=== multicycle_controller_flat ===
**multicycle_controller_flat: gate-type map**

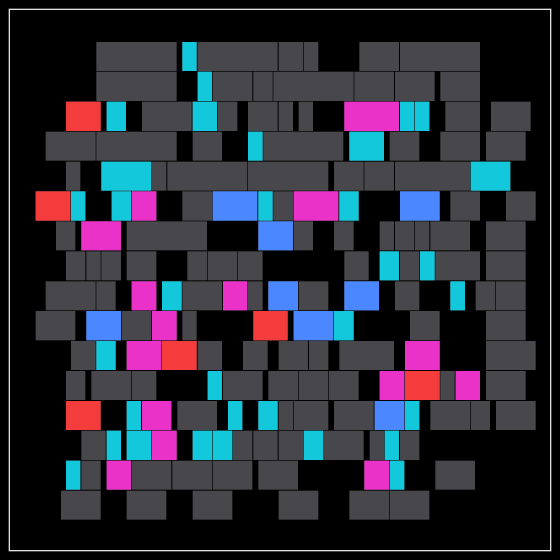

$ cat src/rtl/multicycle_controller_pkg.sv
// rtl/multicycle_controller_pkg.sv - shared states, opcodes and control encodings
package multicycle_controller_pkg;

  typedef enum logic [3:0] {
    S_FETCH    = 4'd0,
    S_DECODE   = 4'd1,
    S_MEMADR   = 4'd2,
    S_MEMREAD  = 4'd3,
    S_MEMWB    = 4'd4,
    S_MEMWRITE = 4'd5,
    S_EXECR    = 4'd6,
    S_EXECI    = 4'd7,
    S_JAL      = 4'd8,
    S_ALUWB    = 4'd9,
    S_BEQ      = 4'd10,
    S_ERROR    = 4'd11
  } state_e;

  localparam logic [6:0] OP_LW    = 7'b0000011;
  localparam logic [6:0] OP_SW    = 7'b0100011;
  localparam logic [6:0] OP_RTYPE = 7'b0110011;
  localparam logic [6:0] OP_ITYPE = 7'b0010011;
  localparam logic [6:0] OP_BEQ   = 7'b1100011;
  localparam logic [6:0] OP_JAL   = 7'b1101111;

  localparam logic [1:0] RES_ALUOUT    = 2'b00;
  localparam logic [1:0] RES_DATA      = 2'b01;
  localparam logic [1:0] RES_ALURESULT = 2'b10;

  localparam logic [1:0] SRCA_PC    = 2'b00;
  localparam logic [1:0] SRCA_OLDPC = 2'b01;
  localparam logic [1:0] SRCA_RS1   = 2'b10;

  localparam logic [1:0] SRCB_RS2  = 2'b00;
  localparam logic [1:0] SRCB_IMM  = 2'b01;
  localparam logic [1:0] SRCB_FOUR = 2'b10;

  localparam logic [1:0] ALUOP_ADD   = 2'b00;
  localparam logic [1:0] ALUOP_SUB   = 2'b01;
  localparam logic [1:0] ALUOP_FUNCT = 2'b10;

  localparam logic [1:0] IMM_I = 2'b00;
  localparam logic [1:0] IMM_S = 2'b01;
  localparam logic [1:0] IMM_B = 2'b10;
  localparam logic [1:0] IMM_J = 2'b11;

  // States that hold a memory access open until mem_ready.
  function automatic logic is_wait_state(state_e s);
    return (s == S_FETCH) || (s == S_MEMREAD) || (s == S_MEMWRITE);
  endfunction

endpackage

$ cat src/rtl/multicycle_controller_if.sv
// rtl/multicycle_controller_if.sv - controller/datapath signal bundle
interface multicycle_controller_if;
  logic [6:0] op;
  logic       zero;
  logic       mem_ready;
  logic       MemReq;
  logic       AdrSrc;
  logic       MemWrite;
  logic       IRWrite;
  logic       PCWrite;
  logic       RegWrite;
  logic [1:0] ResultSrc;
  logic [1:0] ALUSrcA;
  logic [1:0] ALUSrcB;
  logic [1:0] ALUOp;
  logic [1:0] ImmSrc;
  logic       illegal;
  logic       mem_err;
  logic [3:0] state_o;

  modport master (
    input  op, zero, mem_ready,
    output MemReq, AdrSrc, MemWrite, IRWrite, PCWrite, RegWrite,
    output ResultSrc, ALUSrcA, ALUSrcB, ALUOp, ImmSrc,
    output illegal, mem_err, state_o
  );

  modport slave (
    output op, zero, mem_ready,
    input  MemReq, AdrSrc, MemWrite, IRWrite, PCWrite, RegWrite,
    input  ResultSrc, ALUSrcA, ALUSrcB, ALUOp, ImmSrc,
    input  illegal, mem_err, state_o
  );
endinterface

$ cat src/rtl/multicycle_controller_imm_src_decoder.sv
// rtl/multicycle_controller_imm_src_decoder.sv - immediate format select from opcode
module imm_src_decoder
  import multicycle_controller_pkg::*;
(
  input  logic [6:0] op_i,
  output logic [1:0] imm_src_o
);

  always_comb begin
    imm_src_o = IMM_I;
    case (op_i)
      OP_SW:   imm_src_o = IMM_S;
      OP_BEQ:  imm_src_o = IMM_B;
      OP_JAL:  imm_src_o = IMM_J;
      default: imm_src_o = IMM_I;
    endcase
  end

endmodule

$ cat src/rtl/multicycle_controller.sv
// rtl/multicycle_controller.sv - multicycle RISC-V control FSM with memory timeout
module multicycle_controller
  import multicycle_controller_pkg::*;
#(
  parameter int MEM_TIMEOUT = 15
) (
  input  logic                   clk,
  input  logic                   rst,
  multicycle_controller_if.master bus
);

  // Timeout fires on the wait cycle whose increment would bring the count to MEM_TIMEOUT.
  localparam logic [3:0] TIMEOUT_LAST = 4'(MEM_TIMEOUT - 1);

  state_e     state_q, state_d;
  logic [3:0] wait_cnt_q, wait_cnt_d;
  logic       illegal_q, illegal_d;
  logic       mem_err_q, mem_err_d;

  logic       in_wait;
  logic       timeout;

  logic       mem_req;
  logic       adr_src;
  logic       mem_write;
  logic       ir_write;
  logic       pc_write;
  logic       reg_write;
  logic [1:0] result_src;
  logic [1:0] alu_src_a;
  logic [1:0] alu_src_b;
  logic [1:0] alu_op;

  assign in_wait = is_wait_state(state_q) && !bus.mem_ready;
  assign timeout = in_wait && (wait_cnt_q == TIMEOUT_LAST);

  always_ff @(posedge clk) begin
    if (rst) begin
      state_q    <= S_FETCH;
      wait_cnt_q <= '0;
      illegal_q  <= 1'b0;
      mem_err_q  <= 1'b0;
    end else begin
      state_q    <= state_d;
      wait_cnt_q <= wait_cnt_d;
      illegal_q  <= illegal_d;
      mem_err_q  <= mem_err_d;
    end
  end

  always_comb begin
    state_d    = state_q;
    illegal_d  = illegal_q;
    mem_err_d  = mem_err_q;
    mem_req    = 1'b0;
    adr_src    = 1'b0;
    mem_write  = 1'b0;
    ir_write   = 1'b0;
    pc_write   = 1'b0;
    reg_write  = 1'b0;
    result_src = RES_ALUOUT;
    alu_src_a  = SRCA_PC;
    alu_src_b  = SRCB_RS2;
    alu_op     = ALUOP_ADD;

    case (state_q)
      S_FETCH: begin
        mem_req    = 1'b1;
        alu_src_b  = SRCB_FOUR;
        result_src = RES_ALURESULT;
        ir_write   = bus.mem_ready;
        pc_write   = bus.mem_ready;
        if (bus.mem_ready) state_d = S_DECODE;
      end
      S_DECODE: begin
        alu_src_a = SRCA_OLDPC;
        alu_src_b = SRCB_IMM;
        case (bus.op)
          OP_LW, OP_SW: state_d = S_MEMADR;
          OP_RTYPE:     state_d = S_EXECR;
          OP_ITYPE:     state_d = S_EXECI;
          OP_BEQ:       state_d = S_BEQ;
          OP_JAL:       state_d = S_JAL;
          default: begin
            state_d   = S_ERROR;
            illegal_d = 1'b1;
          end
        endcase
      end
      S_MEMADR: begin
        alu_src_a = SRCA_RS1;
        alu_src_b = SRCB_IMM;
        state_d   = (bus.op == OP_LW) ? S_MEMREAD : S_MEMWRITE;
      end
      S_MEMREAD: begin
        mem_req = 1'b1;
        adr_src = 1'b1;
        if (bus.mem_ready) state_d = S_MEMWB;
      end
      S_MEMWB: begin
        result_src = RES_DATA;
        reg_write  = 1'b1;
        state_d    = S_FETCH;
      end
      S_MEMWRITE: begin
        mem_req   = 1'b1;
        adr_src   = 1'b1;
        mem_write = 1'b1;
        if (bus.mem_ready) state_d = S_FETCH;
      end
      S_EXECR: begin
        alu_src_a = SRCA_RS1;
        alu_src_b = SRCB_RS2;
        alu_op    = ALUOP_FUNCT;
        state_d   = S_ALUWB;
      end
      S_EXECI: begin
        alu_src_a = SRCA_RS1;
        alu_src_b = SRCB_IMM;
        alu_op    = ALUOP_FUNCT;
        state_d   = S_ALUWB;
      end
      S_JAL: begin
        alu_src_a = SRCA_OLDPC;
        alu_src_b = SRCB_FOUR;
        pc_write  = 1'b1;
        state_d   = S_ALUWB;
      end
      S_ALUWB: begin
        reg_write = 1'b1;
        state_d   = S_FETCH;
      end
      S_BEQ: begin
        alu_src_a = SRCA_RS1;
        alu_src_b = SRCB_RS2;
        alu_op    = ALUOP_SUB;
        pc_write  = bus.zero;
        state_d   = S_FETCH;
      end
      default: state_d = S_ERROR;
    endcase

    if (timeout) begin
      state_d   = S_ERROR;
      mem_err_d = 1'b1;
    end
  end

  always_comb begin
    wait_cnt_d = wait_cnt_q;
    if (state_d != state_q) begin
      wait_cnt_d = '0;
    end else if (in_wait && (wait_cnt_q != 4'hF)) begin
      wait_cnt_d = wait_cnt_q + 4'd1;
    end
  end

  imm_src_decoder u_imm_src_decoder (
    .op_i      (bus.op),
    .imm_src_o (bus.ImmSrc)
  );

  assign bus.MemReq    = mem_req;
  assign bus.AdrSrc    = adr_src;
  assign bus.MemWrite  = mem_write;
  assign bus.IRWrite   = ir_write;
  assign bus.PCWrite   = pc_write;
  assign bus.RegWrite  = reg_write;
  assign bus.ResultSrc = result_src;
  assign bus.ALUSrcA   = alu_src_a;
  assign bus.ALUSrcB   = alu_src_b;
  assign bus.ALUOp     = alu_op;
  assign bus.illegal   = illegal_q;
  assign bus.mem_err   = mem_err_q;
  assign bus.state_o   = state_q;

endmodule

$ cat src/flat_wrapper.sv
// flat-port wrapper written by rule: the top's interface ports become plain ports
module multicycle_controller_flat import multicycle_controller_pkg::*;
#(
  parameter int MEM_TIMEOUT = 15
)
  (clk, rst, bus_op, bus_zero, bus_mem_ready, bus_MemReq, bus_AdrSrc, bus_MemWrite, bus_IRWrite, bus_PCWrite, bus_RegWrite, bus_ResultSrc, bus_ALUSrcA, bus_ALUSrcB, bus_ALUOp, bus_ImmSrc, bus_illegal, bus_mem_err, bus_state_o);
  multicycle_controller_if bus_i ();
  input  logic clk;
  input  logic rst;
  input wire logic [$bits(bus_i.op)-1:0] bus_op;
  input wire logic [$bits(bus_i.zero)-1:0] bus_zero;
  input wire logic [$bits(bus_i.mem_ready)-1:0] bus_mem_ready;
  output wire logic [$bits(bus_i.MemReq)-1:0] bus_MemReq;
  output wire logic [$bits(bus_i.AdrSrc)-1:0] bus_AdrSrc;
  output wire logic [$bits(bus_i.MemWrite)-1:0] bus_MemWrite;
  output wire logic [$bits(bus_i.IRWrite)-1:0] bus_IRWrite;
  output wire logic [$bits(bus_i.PCWrite)-1:0] bus_PCWrite;
  output wire logic [$bits(bus_i.RegWrite)-1:0] bus_RegWrite;
  output wire logic [$bits(bus_i.ResultSrc)-1:0] bus_ResultSrc;
  output wire logic [$bits(bus_i.ALUSrcA)-1:0] bus_ALUSrcA;
  output wire logic [$bits(bus_i.ALUSrcB)-1:0] bus_ALUSrcB;
  output wire logic [$bits(bus_i.ALUOp)-1:0] bus_ALUOp;
  output wire logic [$bits(bus_i.ImmSrc)-1:0] bus_ImmSrc;
  output wire logic [$bits(bus_i.illegal)-1:0] bus_illegal;
  output wire logic [$bits(bus_i.mem_err)-1:0] bus_mem_err;
  output wire logic [$bits(bus_i.state_o)-1:0] bus_state_o;
  assign bus_i.op = bus_op;
  assign bus_i.zero = bus_zero;
  assign bus_i.mem_ready = bus_mem_ready;
  assign bus_MemReq = bus_i.MemReq;
  assign bus_AdrSrc = bus_i.AdrSrc;
  assign bus_MemWrite = bus_i.MemWrite;
  assign bus_IRWrite = bus_i.IRWrite;
  assign bus_PCWrite = bus_i.PCWrite;
  assign bus_RegWrite = bus_i.RegWrite;
  assign bus_ResultSrc = bus_i.ResultSrc;
  assign bus_ALUSrcA = bus_i.ALUSrcA;
  assign bus_ALUSrcB = bus_i.ALUSrcB;
  assign bus_ALUOp = bus_i.ALUOp;
  assign bus_ImmSrc = bus_i.ImmSrc;
  assign bus_illegal = bus_i.illegal;
  assign bus_mem_err = bus_i.mem_err;
  assign bus_state_o = bus_i.state_o;
  multicycle_controller #(.MEM_TIMEOUT(MEM_TIMEOUT)) u_core (.clk(clk), .rst(rst), .bus(bus_i));
endmodule
$ cat config.mk
export PLATFORM = sky130hd
export DESIGN_NAME = multicycle_controller_flat
export DESIGN_NICKNAME = d
export VERILOG_FILES = /design/src/rtl/multicycle_controller_pkg.sv /design/src/rtl/multicycle_controller_if.sv /design/src/rtl/multicycle_controller_imm_src_decoder.sv /design/src/rtl/multicycle_controller.sv /design/src/flat_wrapper.sv
export SDC_FILE = /design/constraint.sdc
export NUM_CORES = 1
export LEC_CHECK = 0
export CAP_MARGIN = 10
export CORE_MARGIN = 1
export CORE_UTILIZATION = 45
export CTS_CLUSTER_SIZE = 16
export DETAILED_ROUTE_END_ITERATION = 12
export MAX_ROUTING_LAYER = met4
export PLACE_DENSITY = 0.79
export SYNTH_ARGS = -nofsm -noshare
export SYNTH_HDL_FRONTEND = slang
export SYNTH_SLANG_ARGS = --single-unit
$ cat constraint.sdc
create_clock -name clk -period 2.8 [get_ports clk]
set_input_delay 0.56 -clock clk [delete_from_list [all_inputs] [get_ports clk]]
set_output_delay 0.56 -clock clk [all_outputs]
set_load 0.01 [all_outputs]
=== chaos_iterator ===
**src/rtl/chaos_pkg.sv**
```systemverilog
// chaos_pkg: constants and the FSM state type shared by the logistic-map
// engine, the parameter selector and the display logic.
// Widths: mu is unsigned 2.16, x is unsigned 0.16, iteration counter CNT_W bits.
package chaos_pkg;

  localparam int MU_W  = 18;
  localparam int X_W   = 16;
  localparam int CNT_W = 10;

  // Exactly 1.0 in 0.16 format; needs one extra integer bit.
  localparam logic [X_W:0] ONE_X = {1'b1, {X_W{1'b0}}};

  typedef enum logic [2:0] {
    S_IDLE,
    S_WAIT,
    S_MUL1,
    S_MUL2,
    S_WRITE,
    S_DONE
  } state_t;

endpackage

```
**src/rtl/chaos_iterator_logistic_mul.sv**
```systemverilog
// logistic_mul: two-stage datapath for x(n+1) = mu*x*(1-x), truncating.
// Latency: p1 registered one cycle after en1, xn one cycle after en2.
// Backpressure: none; stages advance only when the FSM pulses en1/en2.
// Ports: CLK/RST (async active-high), load/x0 preload the x register,
//   en1/en2 stage enables, x operand (current x), mu, p1 and xn registered.
module logistic_mul
  import chaos_pkg::*;
(
  input  logic             CLK,
  input  logic             RST,
  input  logic             load,
  input  logic             en1,
  input  logic             en2,
  input  logic [X_W-1:0]   x0,
  input  logic [X_W-1:0]   x,
  input  logic [MU_W-1:0]  mu,
  output logic [X_W-1:0]   p1,
  output logic [X_W-1:0]   xn
);

  logic [X_W:0]          onemx;
  logic [2*X_W:0]        x_ext;
  logic [2*X_W:0]        onemx_ext;
  logic [MU_W+X_W-1:0]   mu_ext;
  logic [MU_W+X_W-1:0]   p1_ext;

  // onemx carries X_W+1 bits so that x=0 yields exactly 1.0.
  always_comb begin
    onemx     = ONE_X - {1'b0, x};
    x_ext     = {{(X_W+1){1'b0}}, x};
    onemx_ext = {{X_W{1'b0}}, onemx};
    mu_ext    = {{X_W{1'b0}}, mu};
    p1_ext    = {{MU_W{1'b0}}, p1};
  end

  // x*(1-x) never exceeds 0.25 and mu*p1 stays below 1.0, so taking the
  // middle X_W bits of each product is a pure truncation with no overflow.
  always_ff @(posedge CLK or posedge RST) begin
    if (RST) begin
      p1 <= '0;
      xn <= '0;
    end else begin
      if (en1)
        p1 <= X_W'((x_ext * onemx_ext) >> X_W);
      if (load)
        xn <= x0;
      else if (en2)
        xn <= X_W'((mu_ext * p1_ext) >> X_W);
    end
  end

endmodule

```
**src/rtl/chaos_iterator.sv**
```systemverilog
// chaos_iterator: logistic-map engine, one iteration per rising step_tick.
// Latency: edge seen in WAIT -> new x_out with x_valid three cycles later.
// Backpressure: none; ticks outside WAIT are dropped and flag sticky overrun.
// Ports: CLK, RST (async active-high), start/x0/mu/maxrepeat run request,
//   step_tick pacing input, x_out/x_valid stream, iter_count, busy, done,
//   overrun. Optional macro CHAOS_FIXPT_EXIT_EN: stop early when an iterate
//   equals its predecessor.
module chaos_iterator
  import chaos_pkg::*;
(
  input  logic             CLK,
  input  logic             RST,
  input  logic             start,
  input  logic [X_W-1:0]   x0,
  input  logic [MU_W-1:0]  mu,
  input  logic [CNT_W-1:0] maxrepeat,
  input  logic             step_tick,
  output logic [X_W-1:0]   x_out,
  output logic             x_valid,
  output logic [CNT_W-1:0] iter_count,
  output logic             busy,
  output logic             done,
  output logic             overrun
);

  state_t           state;
  logic             tick_q;
  logic             tick_edge;
  logic             start_ok;
  logic [MU_W-1:0]  mu_q;
  logic [CNT_W-1:0] maxrep_q;
  logic             stop_now;
`ifdef CHAOS_FIXPT_EXIT_EN
  logic [X_W-1:0]   x_prev;
`endif

  assign tick_edge = step_tick & ~tick_q;
  assign start_ok  = start & ((state == S_IDLE) | (state == S_DONE));

`ifdef CHAOS_FIXPT_EXIT_EN
  assign stop_now = (iter_count == maxrep_q) | (x_out == x_prev);
`else
  assign stop_now = (iter_count == maxrep_q);
`endif

  // The datapath's xn register doubles as x_out: preloaded with x0 on
  // start, overwritten by each new iterate at the end of MUL2.
  logistic_mul u_mul (
    .CLK  (CLK),
    .RST  (RST),
    .load (start_ok),
    .en1  (state == S_MUL1),
    .en2  (state == S_MUL2),
    .x0   (x0),
    .x    (x_out),
    .mu   (mu_q),
    .p1   (),
    .xn   (x_out)
  );

  always_ff @(posedge CLK or posedge RST) begin
    if (RST) begin
      state      <= S_IDLE;
      tick_q     <= 1'b0;
      mu_q       <= '0;
      maxrep_q   <= '0;
      x_valid    <= 1'b0;
      iter_count <= '0;
      busy       <= 1'b0;
      done       <= 1'b0;
      overrun    <= 1'b0;
`ifdef CHAOS_FIXPT_EXIT_EN
      x_prev     <= '0;
`endif
    end else begin
      tick_q  <= step_tick;
      x_valid <= 1'b0;
      done    <= 1'b0;
      case (state)
        S_IDLE, S_DONE: begin
          if (start) begin
            mu_q       <= mu;
            maxrep_q   <= maxrepeat;
            iter_count <= '0;
            overrun    <= 1'b0;
            if (maxrepeat == '0) begin
              state <= S_DONE;
              done  <= 1'b1;
              busy  <= 1'b0;
            end else begin
              state <= S_WAIT;
              busy  <= 1'b1;
            end
          end
        end
        S_WAIT: begin
          if (tick_edge)
            state <= S_MUL1;
        end
        S_MUL1: begin
          state <= S_MUL2;
`ifdef CHAOS_FIXPT_EXIT_EN
          x_prev <= x_out;
`endif
        end
        // x_valid and the count are raised here so they line up with the
        // cycle in which the new x_out first appears (the WRITE cycle).
        S_MUL2: begin
          state      <= S_WRITE;
          x_valid    <= 1'b1;
          iter_count <= iter_count + CNT_W'(1);
        end
        S_WRITE: begin
          if (stop_now) begin
            state <= S_DONE;
            done  <= 1'b1;
            busy  <= 1'b0;
          end else begin
            state <= S_WAIT;
          end
        end
        default: state <= S_IDLE;
      endcase
      if (tick_edge && (state == S_MUL1 || state == S_MUL2 || state == S_WRITE))
        overrun <= 1'b1;
    end
  end

endmodule

```
**config.mk**
```make
export PLATFORM = sky130hd
export DESIGN_NAME = chaos_iterator
export DESIGN_NICKNAME = d
export VERILOG_FILES = /design/src/rtl/chaos_pkg.sv /design/src/rtl/chaos_iterator_logistic_mul.sv /design/src/rtl/chaos_iterator.sv
export SDC_FILE = /design/constraint.sdc
export NUM_CORES = 1
export LEC_CHECK = 0
export CELL_PAD_IN_SITES_DETAIL_PLACEMENT = 1
export CELL_PAD_IN_SITES_GLOBAL_PLACEMENT = 1
export CORE_UTILIZATION = 32
export CTS_BUF_LIST = sky130_fd_sc_hd__clkbuf_4 sky130_fd_sc_hd__clkbuf_8 sky130_fd_sc_hd__clkbuf_16
export CTS_CLUSTER_DIAMETER = 60
export DETAILED_ROUTE_END_ITERATION = 12
export PLACE_DENSITY = 0.63
export SYNTH_ARGS = -nofsm -noshare
export SYNTH_HDL_FRONTEND = slang
export SYNTH_SLANG_ARGS = --single-unit
```
**constraint.sdc**
```tcl
create_clock -name CLK -period 16.6 [get_ports CLK]
set_clock_uncertainty 0.05 [all_clocks]
set_input_delay 1.66 -clock CLK [delete_from_list [all_inputs] [get_ports CLK]]
set_output_delay 1.66 -clock CLK [all_outputs]
set_load 0.05 [all_outputs]
```
=== uart_rx_fifo_flat ===
### src/rtl/uart_rx_fifo_if.sv
// uart_rx_fifo_if: byte-stream side of the host UART receiver.
// Groups the serial input, the valid/ready byte handshake and the status
// pulses. The optional error-statistics signals exist only when
// UART_RX_ERR_STATS_EN is defined.
// Modport "slave" is the receiver itself; "master" is its environment
// (line driver plus byte consumer).
interface uart_rx_fifo_if #(
  parameter int FIFO_DEPTH = 8
) ();
  localparam int CW = $clog2(FIFO_DEPTH) + 1;

  logic          rx;
  logic [7:0]    data_out;
  logic          data_valid;
  logic          data_ready;
  logic [CW-1:0] fifo_count;
  logic          frame_err;
  logic          overflow;
`ifdef UART_RX_ERR_STATS_EN
  logic [15:0]   err_count;
  logic          err_clear;

  modport slave (
    input  rx, data_ready, err_clear,
    output data_out, data_valid, fifo_count, frame_err, overflow, err_count
  );
  modport master (
    output rx, data_ready, err_clear,
    input  data_out, data_valid, fifo_count, frame_err, overflow, err_count
  );
`else
  modport slave (
    input  rx, data_ready,
    output data_out, data_valid, fifo_count, frame_err, overflow
  );
  modport master (
    output rx, data_ready,
    input  data_out, data_valid, fifo_count, frame_err, overflow
  );
`endif
endinterface

### src/rtl/uart_rx_fifo.sv
// uart_rx_fifo: 8N1 serial receiver (LSB first) feeding a small
// first-word-fall-through byte FIFO with a valid/ready read side.
// Optional feature macro: UART_RX_ERR_STATS_EN adds saturating frame-error
// and overflow counters (err_count) with a synchronous clear (err_clear).
module uart_rx_fifo #(
  parameter int BAUD_DIV   = 174,
  parameter int FIFO_DEPTH = 8
) (
  input  logic           clk,
  input  logic           reset,
  uart_rx_fifo_if.slave  bus
);
  localparam int AW      = $clog2(FIFO_DEPTH);
  localparam int CW      = AW + 1;
  localparam int BW      = $clog2(BAUD_DIV);
  localparam int HALF_M1 = BAUD_DIV / 2 - 1;

  typedef enum logic [2:0] {
    S_IDLE,
    S_START,
    S_DATA,
    S_STOP,
    S_BRK
  } state_t;

  // ---------------- input synchroniser ----------------
  logic rx_meta_q;
  logic rxs_q;

  // Two-flop synchroniser; both stages idle high so reset never looks like a start bit.
  always_ff @(posedge clk or posedge reset) begin
    if (reset) begin
      rx_meta_q <= 1'b1;
      rxs_q     <= 1'b1;
    end else begin
      rx_meta_q <= bus.rx;
      rxs_q     <= rx_meta_q;
    end
  end

  // ---------------- receive FSM ----------------
  state_t        state_q;
  logic [BW-1:0] baud_cnt_q;
  logic [2:0]    bit_cnt_q;
  logic [7:0]    shift_q;
  logic          frame_err_q;
  logic          half_tick;
  logic          bit_tick;
  logic          push_w;

  assign half_tick = (baud_cnt_q == BW'(HALF_M1));
  assign bit_tick  = (baud_cnt_q == BW'(BAUD_DIV - 1));
  // A good stop bit writes the byte at the stop-sample edge itself.
  assign push_w    = (state_q == S_STOP) && bit_tick && rxs_q;

  // Frame sequencer: baud counter restarts at every sample point; frame_err is a registered pulse.
  always_ff @(posedge clk or posedge reset) begin
    if (reset) begin
      state_q     <= S_IDLE;
      baud_cnt_q  <= '0;
      bit_cnt_q   <= '0;
      shift_q     <= '0;
      frame_err_q <= 1'b0;
    end else begin
      frame_err_q <= 1'b0;
      baud_cnt_q  <= baud_cnt_q + BW'(1);
      case (state_q)
        S_IDLE: begin
          baud_cnt_q <= '0;
          if (!rxs_q) begin
            state_q   <= S_START;
            bit_cnt_q <= '0;
          end
        end
        S_START: begin
          if (half_tick) begin
            baud_cnt_q <= '0;
            // A line that is high again at mid-start-bit was only a glitch.
            state_q    <= rxs_q ? S_IDLE : S_DATA;
          end
        end
        S_DATA: begin
          if (bit_tick) begin
            baud_cnt_q <= '0;
            shift_q    <= {rxs_q, shift_q[7:1]};
            if (bit_cnt_q == 3'd7) begin
              state_q <= S_STOP;
            end else begin
              bit_cnt_q <= bit_cnt_q + 3'd1;
            end
          end
        end
        S_STOP: begin
          if (bit_tick) begin
            baud_cnt_q <= '0;
            if (rxs_q) begin
              state_q <= S_IDLE;
            end else begin
              frame_err_q <= 1'b1;
              state_q     <= S_BRK;
            end
          end
        end
        S_BRK: begin
          // Hold here through a break so it yields a single frame_err.
          baud_cnt_q <= '0;
          if (rxs_q) begin
            state_q <= S_IDLE;
          end
        end
        default: state_q <= S_IDLE;
      endcase
    end
  end

  // ---------------- byte FIFO ----------------
  logic [7:0]  mem_q [FIFO_DEPTH];
  logic [AW:0] wr_ptr_q;
  logic [AW:0] rd_ptr_q;
  logic        overflow_q;
  logic        empty_w;
  logic        full_w;
  logic        pop_w;
  logic        push_ok_w;

  assign empty_w   = (wr_ptr_q == rd_ptr_q);
  assign full_w    = (wr_ptr_q[AW-1:0] == rd_ptr_q[AW-1:0]) && (wr_ptr_q[AW] != rd_ptr_q[AW]);
  assign pop_w     = !empty_w && bus.data_ready;
  // When full, a same-cycle pop frees the head slot, so the push still fits.
  assign push_ok_w = push_w && (!full_w || pop_w);

  // Storage is not reset; only the pointers define which entries are live.
  always_ff @(posedge clk) begin
    if (push_ok_w) begin
      mem_q[wr_ptr_q[AW-1:0]] <= shift_q;
    end
  end

  // Pointer and overflow-pulse update.
  always_ff @(posedge clk or posedge reset) begin
    if (reset) begin
      wr_ptr_q   <= '0;
      rd_ptr_q   <= '0;
      overflow_q <= 1'b0;
    end else begin
      if (push_ok_w) begin
        wr_ptr_q <= wr_ptr_q + CW'(1);
      end
      if (pop_w) begin
        rd_ptr_q <= rd_ptr_q + CW'(1);
      end
      overflow_q <= push_w && full_w && !pop_w;
    end
  end

  assign bus.data_out   = mem_q[rd_ptr_q[AW-1:0]];
  assign bus.data_valid = !empty_w;
  assign bus.fifo_count = wr_ptr_q - rd_ptr_q;
  assign bus.frame_err  = frame_err_q;
  assign bus.overflow   = overflow_q;

`ifdef UART_RX_ERR_STATS_EN
  // ---------------- error statistics ----------------
  logic [7:0] fe_cnt_q;
  logic [7:0] ov_cnt_q;

  // Saturating pulse counters; a clear wins over a coincident pulse.
  always_ff @(posedge clk or posedge reset) begin
    if (reset) begin
      fe_cnt_q <= '0;
      ov_cnt_q <= '0;
    end else if (bus.err_clear) begin
      fe_cnt_q <= '0;
      ov_cnt_q <= '0;
    end else begin
      if (frame_err_q && (fe_cnt_q != 8'hFF)) begin
        fe_cnt_q <= fe_cnt_q + 8'd1;
      end
      if (overflow_q && (ov_cnt_q != 8'hFF)) begin
        ov_cnt_q <= ov_cnt_q + 8'd1;
      end
    end
  end

  assign bus.err_count = {ov_cnt_q, fe_cnt_q};
`endif

endmodule

### src/flat_wrapper.sv
// flat-port wrapper written by rule: the top's interface ports become plain ports
module uart_rx_fifo_flat 
#(
  parameter int BAUD_DIV   = 174,
  parameter int FIFO_DEPTH = 8
)
  (clk, reset, bus_rx, bus_data_ready, bus_data_out, bus_data_valid, bus_fifo_count, bus_frame_err, bus_overflow);
  uart_rx_fifo_if #(.FIFO_DEPTH(FIFO_DEPTH)) bus_i ();
  input  logic clk;
  input  logic reset;
  input wire logic [$bits(bus_i.rx)-1:0] bus_rx;
  input wire logic [$bits(bus_i.data_ready)-1:0] bus_data_ready;
  output wire logic [$bits(bus_i.data_out)-1:0] bus_data_out;
  output wire logic [$bits(bus_i.data_valid)-1:0] bus_data_valid;
  output wire logic [$bits(bus_i.fifo_count)-1:0] bus_fifo_count;
  output wire logic [$bits(bus_i.frame_err)-1:0] bus_frame_err;
  output wire logic [$bits(bus_i.overflow)-1:0] bus_overflow;
  assign bus_i.rx = bus_rx;
  assign bus_i.data_ready = bus_data_ready;
  assign bus_data_out = bus_i.data_out;
  assign bus_data_valid = bus_i.data_valid;
  assign bus_fifo_count = bus_i.fifo_count;
  assign bus_frame_err = bus_i.frame_err;
  assign bus_overflow = bus_i.overflow;
  uart_rx_fifo #(.BAUD_DIV(BAUD_DIV), .FIFO_DEPTH(FIFO_DEPTH)) u_core (.clk(clk), .reset(reset), .bus(bus_i));
endmodule
### config.mk
export PLATFORM = sky130hd
export DESIGN_NAME = uart_rx_fifo_flat
export DESIGN_NICKNAME = d
export VERILOG_FILES = /design/src/rtl/uart_rx_fifo_if.sv /design/src/rtl/uart_rx_fifo.sv /design/src/flat_wrapper.sv
export SDC_FILE = /design/constraint.sdc
export NUM_CORES = 1
export LEC_CHECK = 0
export CELL_PAD_IN_SITES_DETAIL_PLACEMENT = 0
export CELL_PAD_IN_SITES_GLOBAL_PLACEMENT = 2
export CORE_ASPECT_RATIO = 0.5
export CORE_MARGIN = 10
export CORE_UTILIZATION = 47
export DETAILED_ROUTE_END_ITERATION = 10
export PLACE_DENSITY_LB_ADDON = 0.1
export SYNTH_ARGS = -nofsm -noshare
export SYNTH_HDL_FRONTEND = slang
export SYNTH_SLANG_ARGS = --single-unit
### constraint.sdc
create_clock -name clk -period 6.14 [get_ports clk]
set_input_delay 0.614 -clock clk [delete_from_list [all_inputs] [get_ports clk]]
set_output_delay 0.614 -clock clk [all_outputs]
set_load 0.005 [all_outputs]

==> notes/layouts.md <==
Pictures saved along the way, in no particular order.

Routing congestion.
picture 1
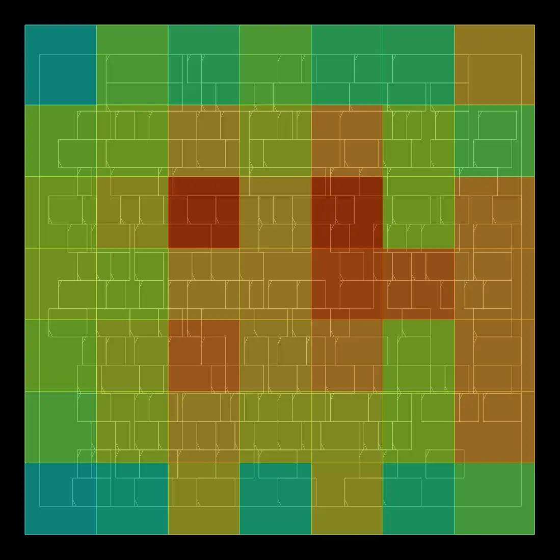
picture 2
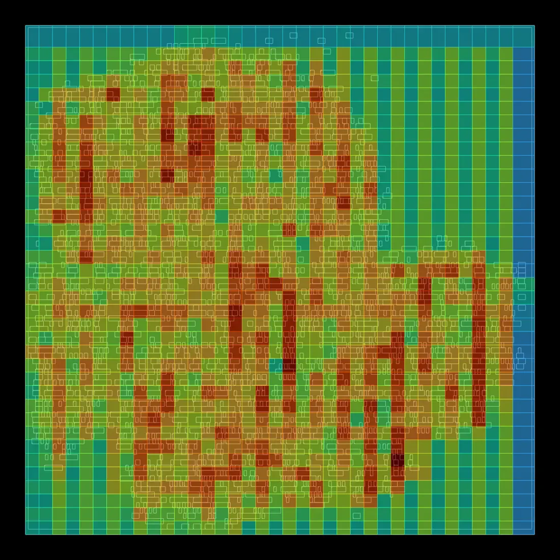
picture 3
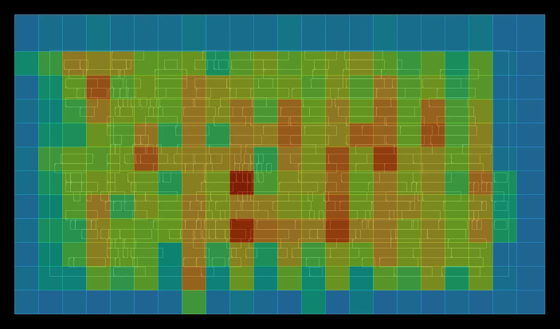
Picture 2 is chaos_iterator.
Picture 1 is multicycle_controller_flat.
Picture 3 is uart_rx_fifo_flat.

**chaos_iterator: gate-type map**

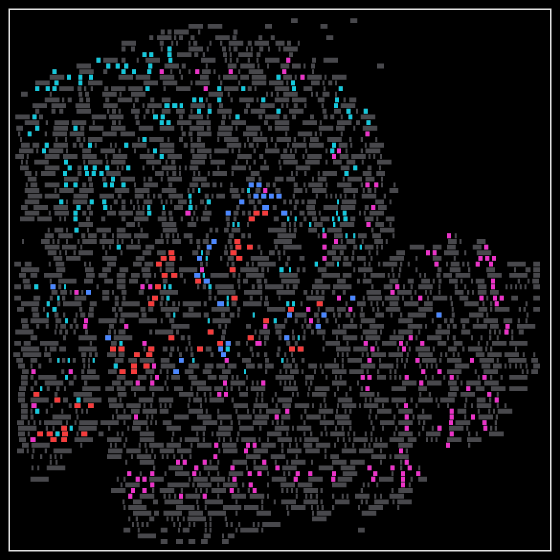
legend:
  red:
    family: xor and xnor cells
    cells: 50
    most_used: xnor2_1
  blue:
    family: non-inverting ao/oa cells
    cells: 30
    most_used: a21o_1
    where: center
  magenta:
    family: and/or cells
    cells: 149
    most_used: and2_1
  cyan:
    family: nor cells
    cells: 157
    most_used: nor2b_1
Layout Cells excl Fill: 3269
logic share of the area: 0.727
Top cell excl fill/tap: inv_1

**chaos_iterator: metal 2**

The bar under the picture is 100 um long.
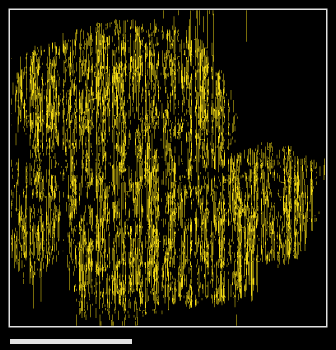
longest straight run: 66.3 um
nets with wire on the layer: 2758
main direction: vertical
wire length on this layer: 31.3 mm
share of all routed wire: 51%
total wire length: 61800 um
met2 usage: 0.342
via count: 15700

==> flow_summary_export.csv, chaos_iterator <==
group,metric,value,unit
sta,hold_viol,0,
worst_setup_path,cpPeakStageDelay,0.64,ns
placement,place_congestion,0.826,
synthesis,synth_top_area_share,0.402,
synthesis,async_flop_share,1.00,
sta,rsz0062_at_grt,"false",
sta,slew_violations,0,
worst_setup_path,crit_top_cell,"fa_1",
outcome,status,"completed",
synthesis,synth_flops,78,
worst_setup_path,arrival,8.40,ns
clock_tree,cts_hold_buf,0,
global_routing,grt_pass1_vias,18300,
drt,viasPerCell,4.81,
flow_run,drv_cap,0,
**uart_rx_fifo_flat: where the registers sit**

The bar under the picture is 50 um long.
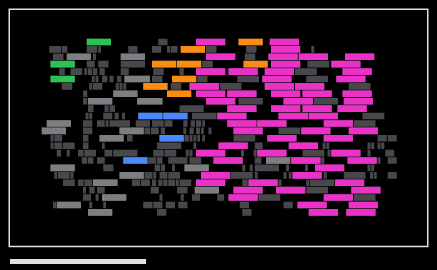
legend:
  green:
    name_in_the_netlist: u_core.bit_cnt_q
    flops: 3
  magenta:
    name_in_the_netlist: u_core.mem_q
    flops: 64
  orange:
    name_in_the_netlist: u_core.shift_q
    flops: 8
    where: north
  blue:
    name_in_the_netlist: u_core.wr_ptr_q
    flops: 4

==> flow_summary_export.csv, uart_rx_fifo_flat <==
group,metric,value,unit
outcome,status,"completed",
drt,top_layer_used,"met4",
sta,finalCritPeriodShare,0.550,
synthesis,ys_warn_count,0,
global_routing,antenna_found_initial,0,
drt,wl_met2,3640,um
cells_and_area,largestClassByArea,"sequential cells",
synthesis,synth_flops,98,
synthesis,top_cell,"edfxtp_1",
worst_setup_path,rr_worst_depth,6,
flow_run,drv_cap,0,
sta,rsz0062_at_grt,"false",
drt,drt_iter0_drc,98,
worst_setup_path,critPathCapture,"bus_fifo_count[3]",
worst_setup_path,slowest_stage,"dfrtp_1",
worst_setup_path,required,5.53,ns
drt,vias,2223,
global_routing,use_met3,0.0445,
placement,dpl.cell_count,404,
cells_and_area,nClkBuffers,11,
placement,place_congestion,0.753,
clock_tree,cts-htree-levels,3,
**multicycle_controller_flat: met3 routing**

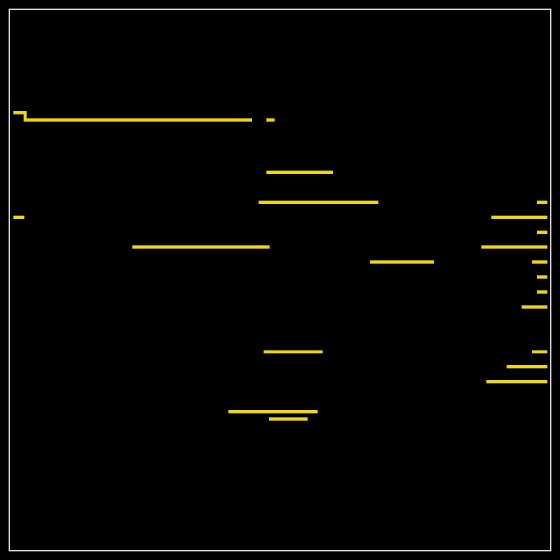
share of all routed wire: 3.7%
main direction: horizontal

About 'gate-type map' of multicycle_controller_flat:
legend:
  cyan:
    family: nor cells
    cells: 33
    most_used: nor2_1
  red:
    family: xor and xnor cells
    cells: 6
    most_used: xnor2_1
  blue:
    family: non-inverting ao/oa cells
    cells: 8
    most_used: a22o_1
    where: center
  magenta:
    family: and/or cells
    cells: 15
    most_used: and2_1
logic share of the area: 0.516
Top cell excl fill/tap: clkdlybuf4s50_1
Layout Cells excl Fill: 202

==> flow_summary_export.csv, multicycle_controller_flat <==
group,metric,value,unit
drt,final_antenna_net_count,0,
die,die_x,49.1,um
drt,met3_length,98,um
synthesis,synth_seq_share,0.201,
drt,wl_met1,1220,um
outcome,status,"completed",
worst_setup_path,arrival,2.13,ns
cells_and_area,flops,10,
cells_and_area,diodes,0,
die,die_h,49.1,um
clock_tree,cts_num_sinks,10,
drt,viasPerCell,5.68,
sta,tns,0,ns

